######## block 1 ########
Figure 1. Layout detail (block 1).
The bar under the picture is 10 um long. Region (17, 2) to (57, 42) um. Cells in gray, sequential cells in the stronger gray; small squares are vias.
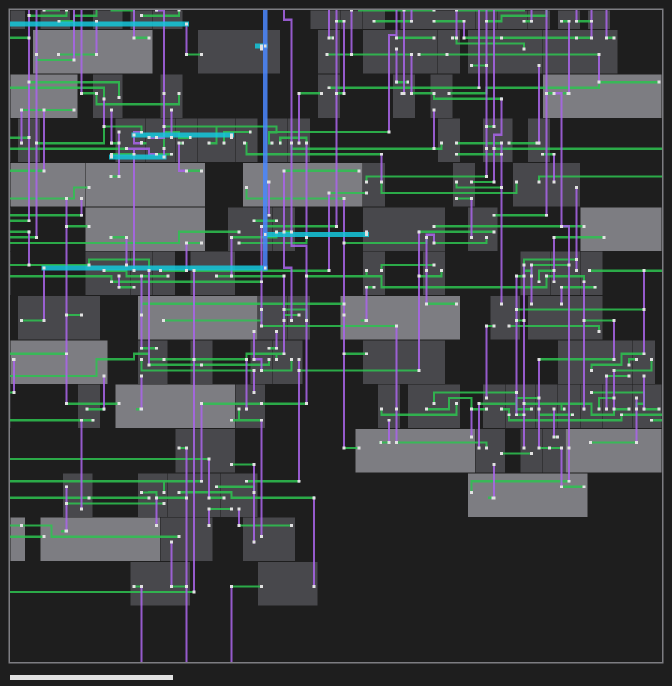

## config.mk

```make
export PLATFORM = sky130hd
export DESIGN_NAME = gray_bist_ctrl
export DESIGN_NICKNAME = d
export VERILOG_FILES = /design/src/rtl/gray_pkg.sv /design/src/rtl/gray_bist_expect.sv /design/src/rtl/gray_bist_ctrl.sv
export SDC_FILE = /design/constraint.sdc
export NUM_CORES = 1
export LEC_CHECK = 0
export ABC_AREA = 1
export CORE_MARGIN = 3
export CORE_UTILIZATION = 35
export DETAILED_ROUTE_END_ITERATION = 16
export SYNTH_ARGS = -nofsm -noshare
export SYNTH_HDL_FRONTEND = slang
export SYNTH_SLANG_ARGS = --single-unit
```

## constraint.sdc

```tcl
create_clock -name clk -period 3.2 [get_ports clk]
set_clock_uncertainty 0.05 [all_clocks]
set_input_delay 0.64 -clock clk [delete_from_list [all_inputs] [get_ports clk]]
set_output_delay 0.64 -clock clk [all_outputs]
set_load 0.02 [all_outputs]
```

## src/rtl/gray_pkg.sv

```systemverilog
// Shared definitions for the gray/binary converter BIST controller.
//   state_t      : controller FSM states
//   DEF_WIDTH    : default converter data width
//   DEF_LAT      : default converter round-trip latency
//   ERR_CNT_W    : width of the optional mismatch counter
//   PASS_CNT_W   : width of the sweep pass counter
//   DRAIN_CNT_W  : width of the drain cycle counter (covers LAT up to 8)
package gray_pkg;

  typedef enum logic [1:0] {
    IDLE  = 2'd0,
    RUN   = 2'd1,
    DRAIN = 2'd2,
    DONE  = 2'd3
  } state_t;

  localparam int unsigned DEF_WIDTH   = 4;
  localparam int unsigned DEF_LAT     = 2;
  localparam int unsigned ERR_CNT_W   = 16;
  localparam int unsigned PASS_CNT_W  = 8;
  localparam int unsigned DRAIN_CNT_W = 4;

endpackage

```

## src/rtl/gray_bist_expect.sv

```systemverilog
// Expected-value / valid shift pipeline, LAT stages deep, that tracks the
// external converter pair and flags a mismatch on the returned value.
// Optional macro GRAY_BIST_ERRLOG_EN exposes the expected value at the tap.
// Ports:
//   clk, rst       : clock, synchronous active-high reset
//   i_clr          : synchronous clear of the pipeline (new test)
//   i_adv          : advance enable, same as the converter enable
//   i_exp, i_vld   : value issued this cycle and whether it is checked
//   i_ret          : round-trip value returned by the converter pair
//   o_mismatch_c   : combinational, valid compare failed this cycle
//   o_exp          : (GRAY_BIST_ERRLOG_EN) expected value at the compare tap
module gray_bist_expect
  import gray_pkg::*;
#(
  parameter int unsigned WIDTH = DEF_WIDTH,
  parameter int unsigned LAT   = DEF_LAT
) (
  input  logic             clk,
  input  logic             rst,
  input  logic             i_clr,
  input  logic             i_adv,
  input  logic [WIDTH-1:0] i_exp,
  input  logic             i_vld,
  input  logic [WIDTH-1:0] i_ret,
`ifdef GRAY_BIST_ERRLOG_EN
  output logic [WIDTH-1:0] o_exp,
`endif
  output logic             o_mismatch_c
);

  logic [LAT*WIDTH-1:0] r_exp_sr;
  logic [LAT-1:0]       r_vld_sr;
  logic [WIDTH-1:0]     w_tap;

  // Newest entry sits in the low slot; the oldest lines up with i_ret.
  if (LAT == 1) begin : g_one
    always_ff @(posedge clk) begin
      if (rst || i_clr) begin
        r_exp_sr <= '0;
        r_vld_sr <= '0;
      end else if (i_adv) begin
        r_exp_sr <= i_exp;
        r_vld_sr <= i_vld;
      end
    end
  end else begin : g_many
    always_ff @(posedge clk) begin
      if (rst || i_clr) begin
        r_exp_sr <= '0;
        r_vld_sr <= '0;
      end else if (i_adv) begin
        r_exp_sr <= {r_exp_sr[(LAT-1)*WIDTH-1:0], i_exp};
        r_vld_sr <= {r_vld_sr[LAT-2:0], i_vld};
      end
    end
  end

  assign w_tap = r_exp_sr[LAT*WIDTH-1 -: WIDTH];

  // Compare only on advancing cycles; a frozen converter returns stale data.
  assign o_mismatch_c = i_adv & r_vld_sr[LAT-1] & (w_tap != i_ret);

`ifdef GRAY_BIST_ERRLOG_EN
  assign o_exp = w_tap;
`endif

endmodule

```

## src/rtl/gray_bist_ctrl.sv

```systemverilog
// BIST controller for an external binary->gray->binary converter pair.
// Sweeps every code PASSES times, drains the converter latency, and reports
// pass/fail from a sticky compare flag.
// Optional macro GRAY_BIST_ERRLOG_EN adds err_cnt and first_fail outputs.
// Ports:
//   clk, rst   : clock, synchronous active-high reset
//   start      : begin a test (IDLE/DONE only)
//   pause      : freeze converter and test progress while high
//   abort      : end a running test early with pass=0
//   stim_bin   : stimulus to the converter pair
//   conv_en    : enable to both converter stages
//   ret_bin    : round-trip value from the converter pair
//   busy       : high in RUN and DRAIN
//   done       : one-cycle pulse on entry to DONE
//   pass       : result of the last completed test
//   err_cnt    : (GRAY_BIST_ERRLOG_EN) saturating mismatch count
//   first_fail : (GRAY_BIST_ERRLOG_EN) expected value of the first mismatch
module gray_bist_ctrl
  import gray_pkg::*;
#(
  parameter int unsigned WIDTH  = DEF_WIDTH,
  parameter int unsigned LAT    = DEF_LAT,
  parameter int unsigned PASSES = 1
) (
  input  logic                 clk,
  input  logic                 rst,
  input  logic                 start,
  input  logic                 pause,
  input  logic                 abort,
  output logic [WIDTH-1:0]     stim_bin,
  output logic                 conv_en,
  input  logic [WIDTH-1:0]     ret_bin,
  output logic                 busy,
  output logic                 done,
  output logic                 pass
`ifdef GRAY_BIST_ERRLOG_EN
  ,
  output logic [ERR_CNT_W-1:0] err_cnt,
  output logic [WIDTH-1:0]     first_fail
`endif
);

  state_t                 r_state;
  state_t                 w_state_nxt;
  logic [WIDTH-1:0]       r_cnt;
  logic [WIDTH-1:0]       r_last;
  logic [PASS_CNT_W-1:0]  r_pass_cnt;
  logic [DRAIN_CNT_W-1:0] r_drain;
  logic                   r_ok;
  logic                   r_done;
  logic                   r_pass;

  logic w_busy;
  logic w_adv;
  logic w_issue;
  logic w_chk;
  logic w_last_stim;
  logic w_drain_end;
  logic w_clr;
  logic w_enter_done;
  logic w_pass_nxt;
  logic w_mismatch;

  assign w_busy  = (r_state == RUN) || (r_state == DRAIN);
  assign w_adv   = w_busy & ~pause;
  assign w_issue = (r_state == RUN) & ~pause;
  assign w_chk   = (r_state == RUN);

  assign w_last_stim = w_issue && (r_cnt == '1) &&
                       (r_pass_cnt == PASS_CNT_W'(PASSES - 1));
  assign w_drain_end = (r_state == DRAIN) && !pause &&
                       (r_drain == DRAIN_CNT_W'(LAT - 1));

  // Next-state and test control strobes.
  always_comb begin
    w_state_nxt = r_state;
    w_clr       = 1'b0;
    w_pass_nxt  = 1'b0;
    case (r_state)
      IDLE, DONE: begin
        if (start) begin
          w_state_nxt = RUN;
          w_clr       = 1'b1;
        end
      end
      RUN: begin
        if (abort) begin
          w_state_nxt = DONE;
        end else if (w_last_stim) begin
          w_state_nxt = DRAIN;
        end
      end
      DRAIN: begin
        if (abort) begin
          w_state_nxt = DONE;
        end else if (w_drain_end) begin
          w_state_nxt = DONE;
          // The final stimulus is compared on this same edge.
          w_pass_nxt  = r_ok & ~w_mismatch;
        end
      end
      default: w_state_nxt = IDLE;
    endcase
    w_enter_done = (w_state_nxt == DONE) && (r_state != DONE);
  end

  // State register and test counters.
  always_ff @(posedge clk) begin
    if (rst) begin
      r_state    <= IDLE;
      r_cnt      <= '0;
      r_last     <= '0;
      r_pass_cnt <= '0;
      r_drain    <= '0;
      r_ok       <= 1'b1;
      r_done     <= 1'b0;
      r_pass     <= 1'b0;
    end else begin
      r_state <= w_state_nxt;
      r_done  <= w_enter_done;
      if (w_clr) begin
        r_cnt      <= '0;
        r_last     <= '0;
        r_pass_cnt <= '0;
        r_drain    <= '0;
        r_ok       <= 1'b1;
        r_pass     <= 1'b0;
      end else begin
        if (w_issue) begin
          r_last <= r_cnt;
          r_cnt  <= r_cnt + 1'b1;
          if (r_cnt == '1) begin
            r_pass_cnt <= r_pass_cnt + 1'b1;
          end
        end
        if ((r_state == DRAIN) && !pause) begin
          r_drain <= r_drain + 1'b1;
        end
        if (w_mismatch) begin
          r_ok <= 1'b0;
        end
        if (w_enter_done) begin
          r_pass <= w_pass_nxt;
        end
      end
    end
  end

`ifdef GRAY_BIST_ERRLOG_EN
  logic [WIDTH-1:0]     w_exp;
  logic [ERR_CNT_W-1:0] r_err_cnt;
  logic [WIDTH-1:0]     r_first_fail;

  // Mismatch log; nothing compares outside RUN/DRAIN so it holds in DONE.
  always_ff @(posedge clk) begin
    if (rst || w_clr) begin
      r_err_cnt    <= '0;
      r_first_fail <= '0;
    end else if (w_mismatch) begin
      if (r_err_cnt == '0) begin
        r_first_fail <= w_exp;
      end
      if (r_err_cnt != '1) begin
        r_err_cnt <= r_err_cnt + 1'b1;
      end
    end
  end

  assign err_cnt    = r_err_cnt;
  assign first_fail = r_first_fail;
`endif

  gray_bist_expect #(
    .WIDTH (WIDTH),
    .LAT   (LAT)
  ) u_expect (
    .clk          (clk),
    .rst          (rst),
    .i_clr        (w_clr),
    .i_adv        (w_adv),
    .i_exp        (stim_bin),
    .i_vld        (w_chk),
    .i_ret        (ret_bin),
`ifdef GRAY_BIST_ERRLOG_EN
    .o_exp        (w_exp),
`endif
    .o_mismatch_c (w_mismatch)
  );

  // In DRAIN and DONE the last issued value is held on the stimulus bus.
  assign stim_bin = (r_state == RUN) ? r_cnt : r_last;
  assign conv_en  = w_adv;
  assign busy     = w_busy;
  assign done     = r_done;
  assign pass     = r_pass;

endmodule

```

######## block 2 ########
===== src/rtl/gio_port_set.sv =====
// Address-decoded I/O port set: one writable output port C and two captured input ports A/B.
// Define GIO_INPUT_SYNC_EN to route porta_in/portb_in through 2-flop synchronizers.
module gio_port_set #(
  parameter logic [7:0]  PORTA_ADDR = 8'h01,
  parameter logic [7:0]  PORTB_ADDR = 8'h02,
  parameter logic [7:0]  PORTC_ADDR = 8'h05,
  parameter int unsigned IN_WIDTH   = 4,
  parameter int unsigned OUT_WIDTH  = 8
) (
  input  logic                 clk,
  input  logic                 rst,
  input  logic [7:0]           address,
  input  logic [7:0]           value_in,
  input  logic                 wen,
  input  logic                 ren,
  input  logic [IN_WIDTH-1:0]  porta_in,
  input  logic [IN_WIDTH-1:0]  portb_in,
  output logic [OUT_WIDTH-1:0] portc_out,
  output logic [7:0]           port_out
);

  logic [IN_WIDTH-1:0]  w_pin_a;
  logic [IN_WIDTH-1:0]  w_pin_b;
  logic [IN_WIDTH-1:0]  r_cap_a;
  logic [IN_WIDTH-1:0]  r_cap_b;
  logic [OUT_WIDTH-1:0] r_port_c;
  logic [7:0]           w_read_data;

`ifdef GIO_INPUT_SYNC_EN
  logic [IN_WIDTH-1:0] r_sync_a1;
  logic [IN_WIDTH-1:0] r_sync_a2;
  logic [IN_WIDTH-1:0] r_sync_b1;
  logic [IN_WIDTH-1:0] r_sync_b2;

  always_ff @(posedge clk) begin
    if (rst) begin
      r_sync_a1 <= '0;
      r_sync_a2 <= '0;
      r_sync_b1 <= '0;
      r_sync_b2 <= '0;
    end else begin
      r_sync_a1 <= porta_in;
      r_sync_a2 <= r_sync_a1;
      r_sync_b1 <= portb_in;
      r_sync_b2 <= r_sync_b1;
    end
  end

  assign w_pin_a = r_sync_a2;
  assign w_pin_b = r_sync_b2;
`else
  assign w_pin_a = porta_in;
  assign w_pin_b = portb_in;
`endif

  always_ff @(posedge clk) begin
    if (rst) begin
      r_port_c <= '0;
      r_cap_a  <= '0;
      r_cap_b  <= '0;
    end else begin
      if (wen && (address == PORTC_ADDR)) r_port_c <= value_in[OUT_WIDTH-1:0];
      if (ren && (address == PORTA_ADDR)) r_cap_a <= w_pin_a;
      if (ren && (address == PORTB_ADDR)) r_cap_b <= w_pin_b;
    end
  end

  // Port A is decoded first so it wins if the two input addresses collide.
  always_comb begin
    w_read_data = '0;
    if (address == PORTA_ADDR) begin
      w_read_data[IN_WIDTH-1:0] = r_cap_a;
    end else if (address == PORTB_ADDR) begin
      w_read_data[IN_WIDTH-1:0] = r_cap_b;
    end
  end

  assign portc_out = r_port_c;
  assign port_out  = w_read_data;

endmodule


===== config.mk =====
export PLATFORM = sky130hd
export DESIGN_NAME = gio_port_set
export DESIGN_NICKNAME = d
export VERILOG_FILES = /design/src/rtl/gio_port_set.sv
export SDC_FILE = /design/constraint.sdc
export NUM_CORES = 1
export LEC_CHECK = 0
export CORE_AREA = 2 2 51 53
export DETAILED_ROUTE_END_ITERATION = 8
export DIE_AREA = 0 0 53 55
export GPL_TIMING_DRIVEN = 0
export HOLD_SLACK_MARGIN = 0.02
export PLACE_DENSITY = 0.73
export SLEW_MARGIN = 20
export SYNTH_ARGS = -nofsm -noshare
export SYNTH_HDL_FRONTEND = slang
export SYNTH_SLANG_ARGS = --single-unit

===== constraint.sdc =====
create_clock -name clk -period 1.89 [get_ports clk]
set_input_delay 0.378 -clock clk [delete_from_list [all_inputs] [get_ports clk]]
set_output_delay 0.378 -clock clk [all_outputs]
set_load 0.05 [all_outputs]

######## block 3 ########
**src/rtl/mem_port_arbiter.sv**
```systemverilog
// Round-robin arbiter sharing one single-ported memory between the MEM-stage (port 0)
// and IF-stage (port 1) requesters, with an optional watchdog for unanswered transactions.
module mem_port_arbiter #(
    parameter int BITSIZE = 32,
    parameter int TIMEOUT = 0
) (
    input  logic               clk,
    input  logic               resetn_i,
    input  logic [BITSIZE-1:0] req0_addr_i,
    input  logic [BITSIZE-1:0] req0_data_i,
    input  logic               req0_read_i,
    input  logic               req0_write_i,
    output logic [BITSIZE-1:0] req0_data_o,
    output logic               req0_valid_o,
    input  logic [BITSIZE-1:0] req1_addr_i,
    input  logic [BITSIZE-1:0] req1_data_i,
    input  logic               req1_read_i,
    input  logic               req1_write_i,
    output logic [BITSIZE-1:0] req1_data_o,
    output logic               req1_valid_o,
    output logic [BITSIZE-1:0] mem_addr_o,
    output logic [BITSIZE-1:0] mem_data_o,
    output logic               mem_read_o,
    output logic               mem_write_o,
    input  logic [BITSIZE-1:0] mem_data_i,
    input  logic               mem_valid_i,
    output logic               busy_o,
    output logic               timeout_o
);
    typedef enum logic {IDLE, BUSY} state_t;

    localparam int CW = (TIMEOUT > 1) ? $clog2(TIMEOUT + 1) : 1;
    localparam logic [CW-1:0] CNT_LAST = (TIMEOUT > 0) ? CW'(TIMEOUT - 1) : '0;

    state_t             state, state_nxt;
    logic               gnt, gnt_nxt, last, last_nxt, pick;
    logic [CW-1:0]      cnt, cnt_nxt;
    logic [BITSIZE-1:0] addr_nxt, data_nxt;
    logic               rd_nxt, wr_nxt;
    logic               req0, req1, abort, done;

    assign req0 = req0_read_i | req0_write_i;
    assign req1 = req1_read_i | req1_write_i;

    // Abort fires on the cycle the counter would reach TIMEOUT; a same-cycle answer wins.
    assign abort = (TIMEOUT > 0) && (state == BUSY) && !mem_valid_i && (cnt == CNT_LAST);
    assign done  = (state == BUSY) && (mem_valid_i || abort);

    always_ff @(posedge clk or negedge resetn_i) begin
        if (!resetn_i) begin
            state       <= IDLE;
            gnt         <= 1'b0;
            last        <= 1'b1;
            cnt         <= '0;
            mem_addr_o  <= '0;
            mem_data_o  <= '0;
            mem_read_o  <= 1'b0;
            mem_write_o <= 1'b0;
        end else begin
            state       <= state_nxt;
            gnt         <= gnt_nxt;
            last        <= last_nxt;
            cnt         <= cnt_nxt;
            mem_addr_o  <= addr_nxt;
            mem_data_o  <= data_nxt;
            mem_read_o  <= rd_nxt;
            mem_write_o <= wr_nxt;
        end
    end

    always_comb begin
        state_nxt = state;
        gnt_nxt   = gnt;
        last_nxt  = last;
        cnt_nxt   = cnt;
        addr_nxt  = mem_addr_o;
        data_nxt  = mem_data_o;
        rd_nxt    = mem_read_o;
        wr_nxt    = mem_write_o;
        pick      = 1'b0;
        case (state)
            IDLE: begin
                if (req0 || req1) begin
                    // On a tie the port that did not win last time goes next.
                    pick      = (req0 && req1) ? ~last : req1;
                    gnt_nxt   = pick;
                    last_nxt  = pick;
                    state_nxt = BUSY;
                    addr_nxt  = pick ? req1_addr_i : req0_addr_i;
                    data_nxt  = pick ? req1_data_i : req0_data_i;
                    wr_nxt    = pick ? req1_write_i : req0_write_i;
                    rd_nxt    = pick ? (req1_read_i & ~req1_write_i)
                                     : (req0_read_i & ~req0_write_i);
                end
            end
            BUSY: begin
                if (done) begin
                    state_nxt = IDLE;
                    rd_nxt    = 1'b0;
                    wr_nxt    = 1'b0;
                    cnt_nxt   = '0;
                end else if (TIMEOUT > 0) begin
                    cnt_nxt = cnt + 1'b1;
                end
            end
            default: state_nxt = IDLE;
        endcase
    end

    assign req0_valid_o = done && !gnt;
    assign req1_valid_o = done && gnt;
    // An aborted transaction returns zero data since mem_valid_i is low.
    assign req0_data_o  = (req0_valid_o && mem_valid_i) ? mem_data_i : '0;
    assign req1_data_o  = (req1_valid_o && mem_valid_i) ? mem_data_i : '0;
    assign busy_o       = (state == BUSY);
    assign timeout_o    = abort;
endmodule

```
**config.mk**
```make
export PLATFORM = sky130hd
export DESIGN_NAME = mem_port_arbiter
export DESIGN_NICKNAME = d
export VERILOG_FILES = /design/src/rtl/mem_port_arbiter.sv
export SDC_FILE = /design/constraint.sdc
export NUM_CORES = 1
export LEC_CHECK = 0
export ABC_AREA = 1
export CORE_AREA = 2 2 116 118
export CTS_BUF_LIST = sky130_fd_sc_hd__clkbuf_2 sky130_fd_sc_hd__clkbuf_4 sky130_fd_sc_hd__clkbuf_8
export DETAILED_ROUTE_END_ITERATION = 10
export DIE_AREA = 0 0 118 120
export GPL_TIMING_DRIVEN = 0
export HOLD_SLACK_MARGIN = 0.06
export PLACE_DENSITY = 0.77
export SETUP_SLACK_MARGIN = 0.1
export SLEW_MARGIN = 0
export SYNTH_ARGS = -nofsm -noshare
export SYNTH_HDL_FRONTEND = slang
export SYNTH_SLANG_ARGS = --single-unit
export TNS_END_PERCENT = 20
```
**constraint.sdc**
```tcl
create_clock -name clk -period 3.7 [get_ports clk]
set_input_delay 0.37 -clock clk [delete_from_list [all_inputs] [get_ports clk]]
set_output_delay 0.37 -clock clk [all_outputs]
set_load 0.05 [all_outputs]
```
Figure 2. Cell sizes after repair (block 3).
The bar under the picture is 20 um long.
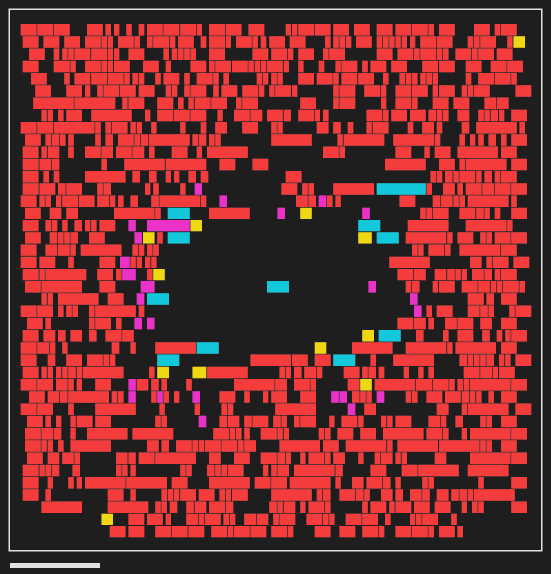
| size | color | cells | most used |
|---|---|---|---|
| drive 1 or less | red | 890 | clkdlybuf4s50_1 |
| drive 3 to 4 | yellow | 12 | buf_4 |
| drive 6 and up | cyan | 11 | clkbuf_8 |
| drive 2 | magenta | 26 | buf_2 |
buffers outside the clock class: 341
layout overhead on the synthesized area: 81.3%
Design Area, Final: 7620 um2
crit path setup slack, layout: 0.814 ns

==> impl_report.txt, block 3 <==
RUN METRICS
----------------------------------------------------
[Pwr]
  Internal power ........................ around 2.9 mW
  Power in the clock group ........................ 645 uW
  Power density normalized to cell area ........................ 825 nW/um2

[Detailed routing]
  Via density ........................ between 4 and 5
  First-pass iteration count of the detailed router ........................ 4
  Met1 wire length ........................ 7070 um
  Uppermost signal routing layer after detailed routing ........................ met4
  Total DRC errors in the routed layout ........................ 0
  Metal2 WL ........................ roughly 7300 um
  Residual antenna-violating net count after detailed routing ........................ 0

[Cells and area]
  Leading cell type in the layout, fill and taps excluded ........................ clkdlybuf4s50_1
  Combinational cell area excluding buffers and inverters ........................ 1880 um2
  Number of nets in the layout ........................ about 1100

[Synthesis]
  Count of state elements after synthesis ........................ about 69
  Syn_nets ........................ a little under 800
  Post-synthesis cell count ........................ about 620
  Largest cells by area after synthesis ........................ dfrtp_1 (40%), nand2_1 (18%), nand3b_1 (11%)
  Yosys synthesis chip area ........................ roughly 4200 um2
  Mean cell area of the mapped netlist ........................ slightly below 7 um2
  Yosys cell count ........................ roughly 620
  Aoi/oai-family share of the synthesized area ........................ 0.00655
  Adder and majority gate portion of the synthesized area ........................ 0

[GRT]
  Largest net degree at the start of global routing ........................ 70
  Number of antenna violations at the first check in global routing ........................ 0
  Most congested layer reported by global routing ........................ met2
  Vias in the first global route ........................ 4668

[Job]
  Number of logged tool warnings ........................ 26

[Critical path]
  WP data required ........................ 3.33 ns
  Class of the most critical setup path ........................ in2out
  Arrival time of the worst setup path ........................ between 2 and 3 ns
  Endpoint of the lowest-slack register-to-register path ........................ mem_addr_o[30]
  Start point of the critical path ........................ mem_valid_i

[Placed design]
  Setup slack after placement ........................ slightly above 0.8 ns
  Placed instance count ........................ 1099
  Half-perimeter wire length after placement ........................ around 12000 um

[STA]
  Worst Tran Pin Value ........................ around 0.88 ns
  Setup-failing EPs final ........................ 0

[Clock network]
  CTS H-Tree Depth ........................ 3
  Clk latency late pin ........................ ~0.33 ns

[Die]
  Die Y ........................ approximately 120 um
  Die extent in x ........................ approximately 120 um
  Core box area ........................ 13000 um2

[Outcome]
  Result of the run ........................ finished, final reports clean

----------------------------------------------------
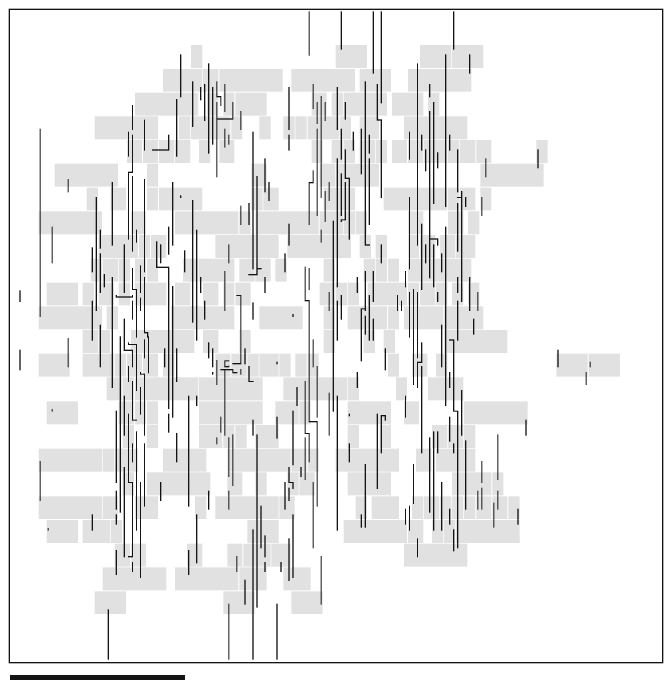
Figure 3: block 1, metal 2.
The bar under the picture is 20 um long.
main direction: vertical
wire length on this layer: 1360 um
longest straight run: 21.8 um
global-route met2 utilization: 0.192
detailed-route via count: 1372
Routed Wire Length: 3230 um

Notes on Figure 1 above:
| layer | color |
|---|---|
| met3 | cyan |
| met4 | blue |
| met1 | green |
| met2 | purple |
cells with their middle in the window: 89
netlist names of flops here include: `u_expect.r_exp_sr` (5), `r_drain` (4), `r_last` (2)
most frequent: dfxtp_1 (16), inv_1 (12)
sequential cells in the window: 16

==> impl_report.txt, block 1 <==
RUN METRICS
----------------------------------------------------
[Outcome]
  Result of the run ........................ finished, final reports clean

[Synthesis]
  Fraction of synthesized cell area taken by the top area cell type ........................ 0.424
  Yosys synthesis chip area ........................ approximately 1700 um2
  Cell Area, Synth ........................ 1650 um2
  Syn_nets ........................ about 240
  Yosys cell count ........................ between 200 and 250
  Aoi/oai-family share of the synthesized area ........................ 0.152
  Yosys warning count ........................ 0

[Die]
  Die extent in x ........................ between 70 and 80 um
  Core box area ........................ approximately 4400 um2
  Tap Cells ........................ between 50 and 60

[Critical path]
  Endpoint of the lowest-slack register-to-register path ........................ u_expect.r_exp_sr[1]
  Launching point of the worst reg2reg path ........................ r_state[0]
  End of the critical path ........................ stim_bin[3]
  Critical Path Slowest Stage Cell ........................ clkdlybuf4s50_1
  Cells along the critical path ........................ inv_1 -> ha_1 -> o21ai_0 -> clkdlybuf4s50_1
  WP data required ........................ about 2.5 ns
  Number of stages on the worst setup path ........................ 4

[Detailed routing]
  Residual antenna-violating net count after detailed routing ........................ 0
  Via density ........................ between 4 and 5
  DRC marker count from the first detailed-route iteration ........................ about 110
  Uppermost signal routing layer after detailed routing ........................ met4
  First-pass iteration count of the detailed router ........................ 4
  Total DRC errors in the routed layout ........................ 0

[STA]
  Fin Hold WS ........................ roughly 0.40 ns
  Slew Limit Fails ........................ 0
  Final-layout setup total negative slack ........................ 0 ns
  Setup-failing EPs final ........................ 0
  Final hold violation count ........................ 0

[Cells and area]
  Sequential cell count ........................ 35
  Layout overhead on the synthesized area ........................ 19.3%
  Fraction of final layout cells sized beyond drive strength 1 ........................ 0.0823
  Sequential cell area ........................ 701 um2
  Combinational share of cell area ........................ 0.407
  Inverters, non-clock ........................ 34
  Util after Layout ........................ 0.443
  Buffers outside the clock class ........................ 18
  Number of cells in the finished layout apart from fillers ........................ 295
  Number of nets in the layout ........................ ~260
  Layout non-clock buf frac ........................ 0.0889

[Placed design]
  Setup slack after placement ........................ 0.436 ns
  Placed standard-cell area ........................ 1870 um2
  GP Congestion ........................ between 0.7 and 0.8

[Pwr]
  Flop+latch power ........................ roughly 470 uW
  Combinational group power ........................ approximately 170 uW
  Proportion of power drawn by flip-flops and latches ........................ 0.471
  VDD IR max ........................ around 0.00028 V
  Power consumption ........................ a little under 1 mW

[GRT]
  Most congested layer reported by global routing ........................ met2
  Met3 usage in global routing ........................ 0.0401
  Vias in the first global route ........................ 1208

[Min path]
  Worst hold path endpoint ........................ r_last[3]
  Hold Path Cell Cnt ........................ 2
  Launch instance of the worst min-delay path ........................ r_last[3]
  Hold WC Path Type ........................ reg2reg

[Clock network]
  Setup bufs post-CTS ........................ 0
  TritonCTS buffer count ........................ 5
  Clk latency late pin ........................ around 0.28 ns
  Root Buffer ........................ clkbuf_8
  Clock tree from TritonCTS ........................ yes
  Hold buffer count at cts ........................ 0
  Number of instances resized during post-cts repair ........................ 0

----------------------------------------------------
Figure 4. Routed metal, one color a layer (block 2).
Two of the layers only.
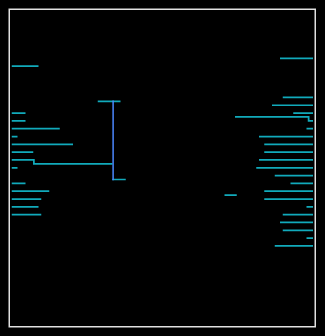
| layer | color | wire length |
|---|---|---|
| met3 | cyan | 209 um |
| met4 | blue | 13.6 um |
wire length per cell after detailed routing: 12.7 um
detailed-route via count: 842

Figure 5. Congestion heat map (block 2).
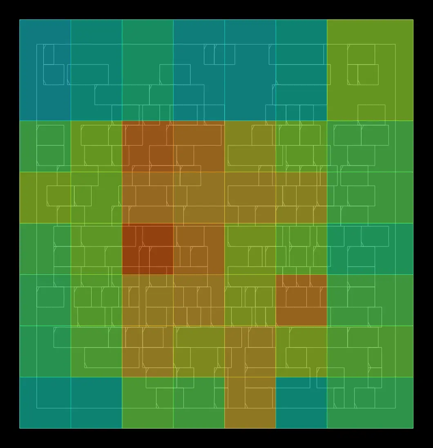
met3 usage in global routing: 0.0323
Util after Layout: 0.595
most congested layer reported by global routing: met2
GR Util All Layers: 0.166

==> impl_report.txt, block 2 <==
RUN METRICS
----------------------------------------------------
[Cells and area]
  Combinational gates ........................ ~70
  Leading cell type in the layout, fill and taps excluded ........................ clkdlybuf4s50_1
  Buffers outside the clock class ........................ about 54
  Cell kind with the greatest summed area ........................ combinational gates
  Design Area, Final ........................ ~1400 um2
  Flop share of the area ........................ 0.228
  Number of nets in the layout ........................ around 170
  Combinational share of cell area ........................ 0.395

[Detailed routing]
  Uppermost signal routing layer after detailed routing ........................ met4
  Total DRC errors in the routed layout ........................ 0
  Metal2 WL ........................ roughly 1000 um
  Routed Wire Length ........................ ~2200 um

[STA]
  Setup-failing EPs final ........................ 0
  Worst Tran Pin Value ........................ about 0.52 ns
  Final Skew ........................ 0 ns
  Slew Limit Fails ........................ 0
  Fin Hold WS ........................ 0.447 ns
  Final-layout setup total negative slack ........................ 0 ns

[Synthesis]
  Primary flip-flop cell chosen by synthesis mapping ........................ dfxtp_1
  Distinct cell type count after synthesis ........................ 21
  Yosys synthesis chip area ........................ about 900 um2
  Number of synthesized flops with an enable pin ........................ 0
  Count of state elements after synthesis ........................ 16
  Yosys cell count ........................ 95

[Critical path]
  Critical Path Start Type ........................ primary input
  Cells along the critical path ........................ buf_2 -> or4_4 -> nor2_4 -> buf_8
  Endpoint of the lowest-slack register-to-register path ........................ portc_out[4]
  Worst-case reg-to-reg path depth ........................ 2
  Delay of the slowest critical-path stage ........................ about 0.64 ns
  Buffering stage count on the worst path with inverters included ........................ 2
  Launching point of the worst reg2reg path ........................ portc_out[4]

[GRT]
  Global-route met2 utilization ........................ 0.319
  Global-route wire length before repair ........................ ~3500 um
  Vias in the first global route ........................ around 830
  Number of antenna violations at the first check in global routing ........................ 0

[Job]
  Number of max-cap violations ........................ 0

[Min path]
  Hold WC Path Type ........................ in2reg
  Hold Path Cell Cnt ........................ 4

[Placed design]
  Placed standard-cell area ........................ between 1000 and 1500 um2
  Half-perimeter wire length after placement ........................ roughly 1700 um
  Setup slack after placement ........................ -1.05 ns
  Total of buffers placed on input and output ports ........................ 39

[Clock network]
  Setup bufs post-CTS ........................ 4
  Buffer depth of the longest clock path ........................ 2
  Root Buffer ........................ clkbuf_4

[Die]
  Row cnt ........................ 18

[Pwr]
  Internal power ........................ approximately 520 uW
  Proportion of power drawn by flip-flops and latches ........................ 0.488
  Logic gate share of total power ........................ 0.187
  Leakage power total ........................ approximately 0.50 nW

[Outcome]
  Result of the run ........................ finished, final reports clean

----------------------------------------------------

==> screenshots <==
M1 wires.
The bar under the picture is 20 um long. Supply wires on this layer in gray.
shot_01.png
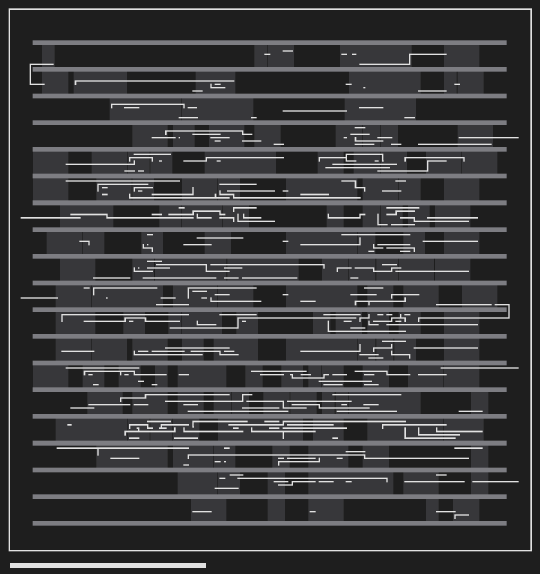
shot_02.png
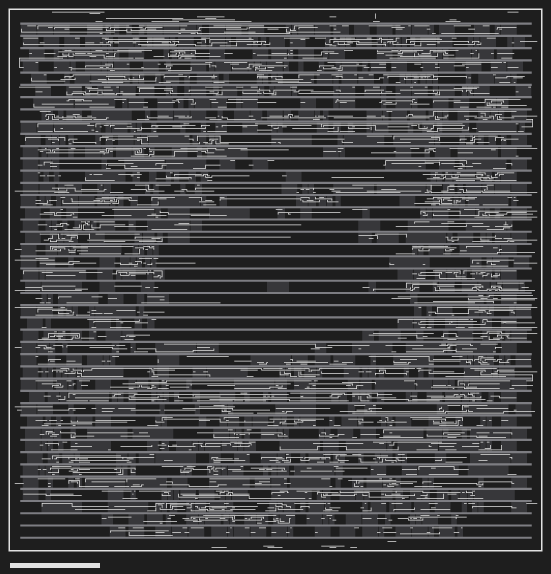
shot_03.png
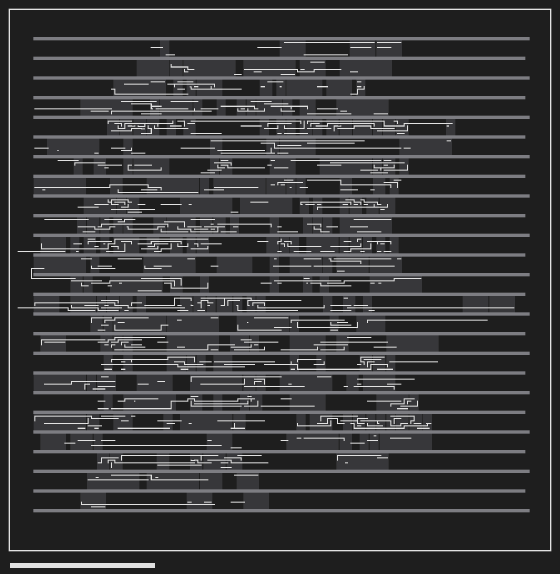
shot_01.png is block 2.
shot_03.png is block 1.
shot_02.png is block 3.
Of these, smallest die: shot_01.png


Power figures rest on the tool's default switching activity, not on a simulated workload.
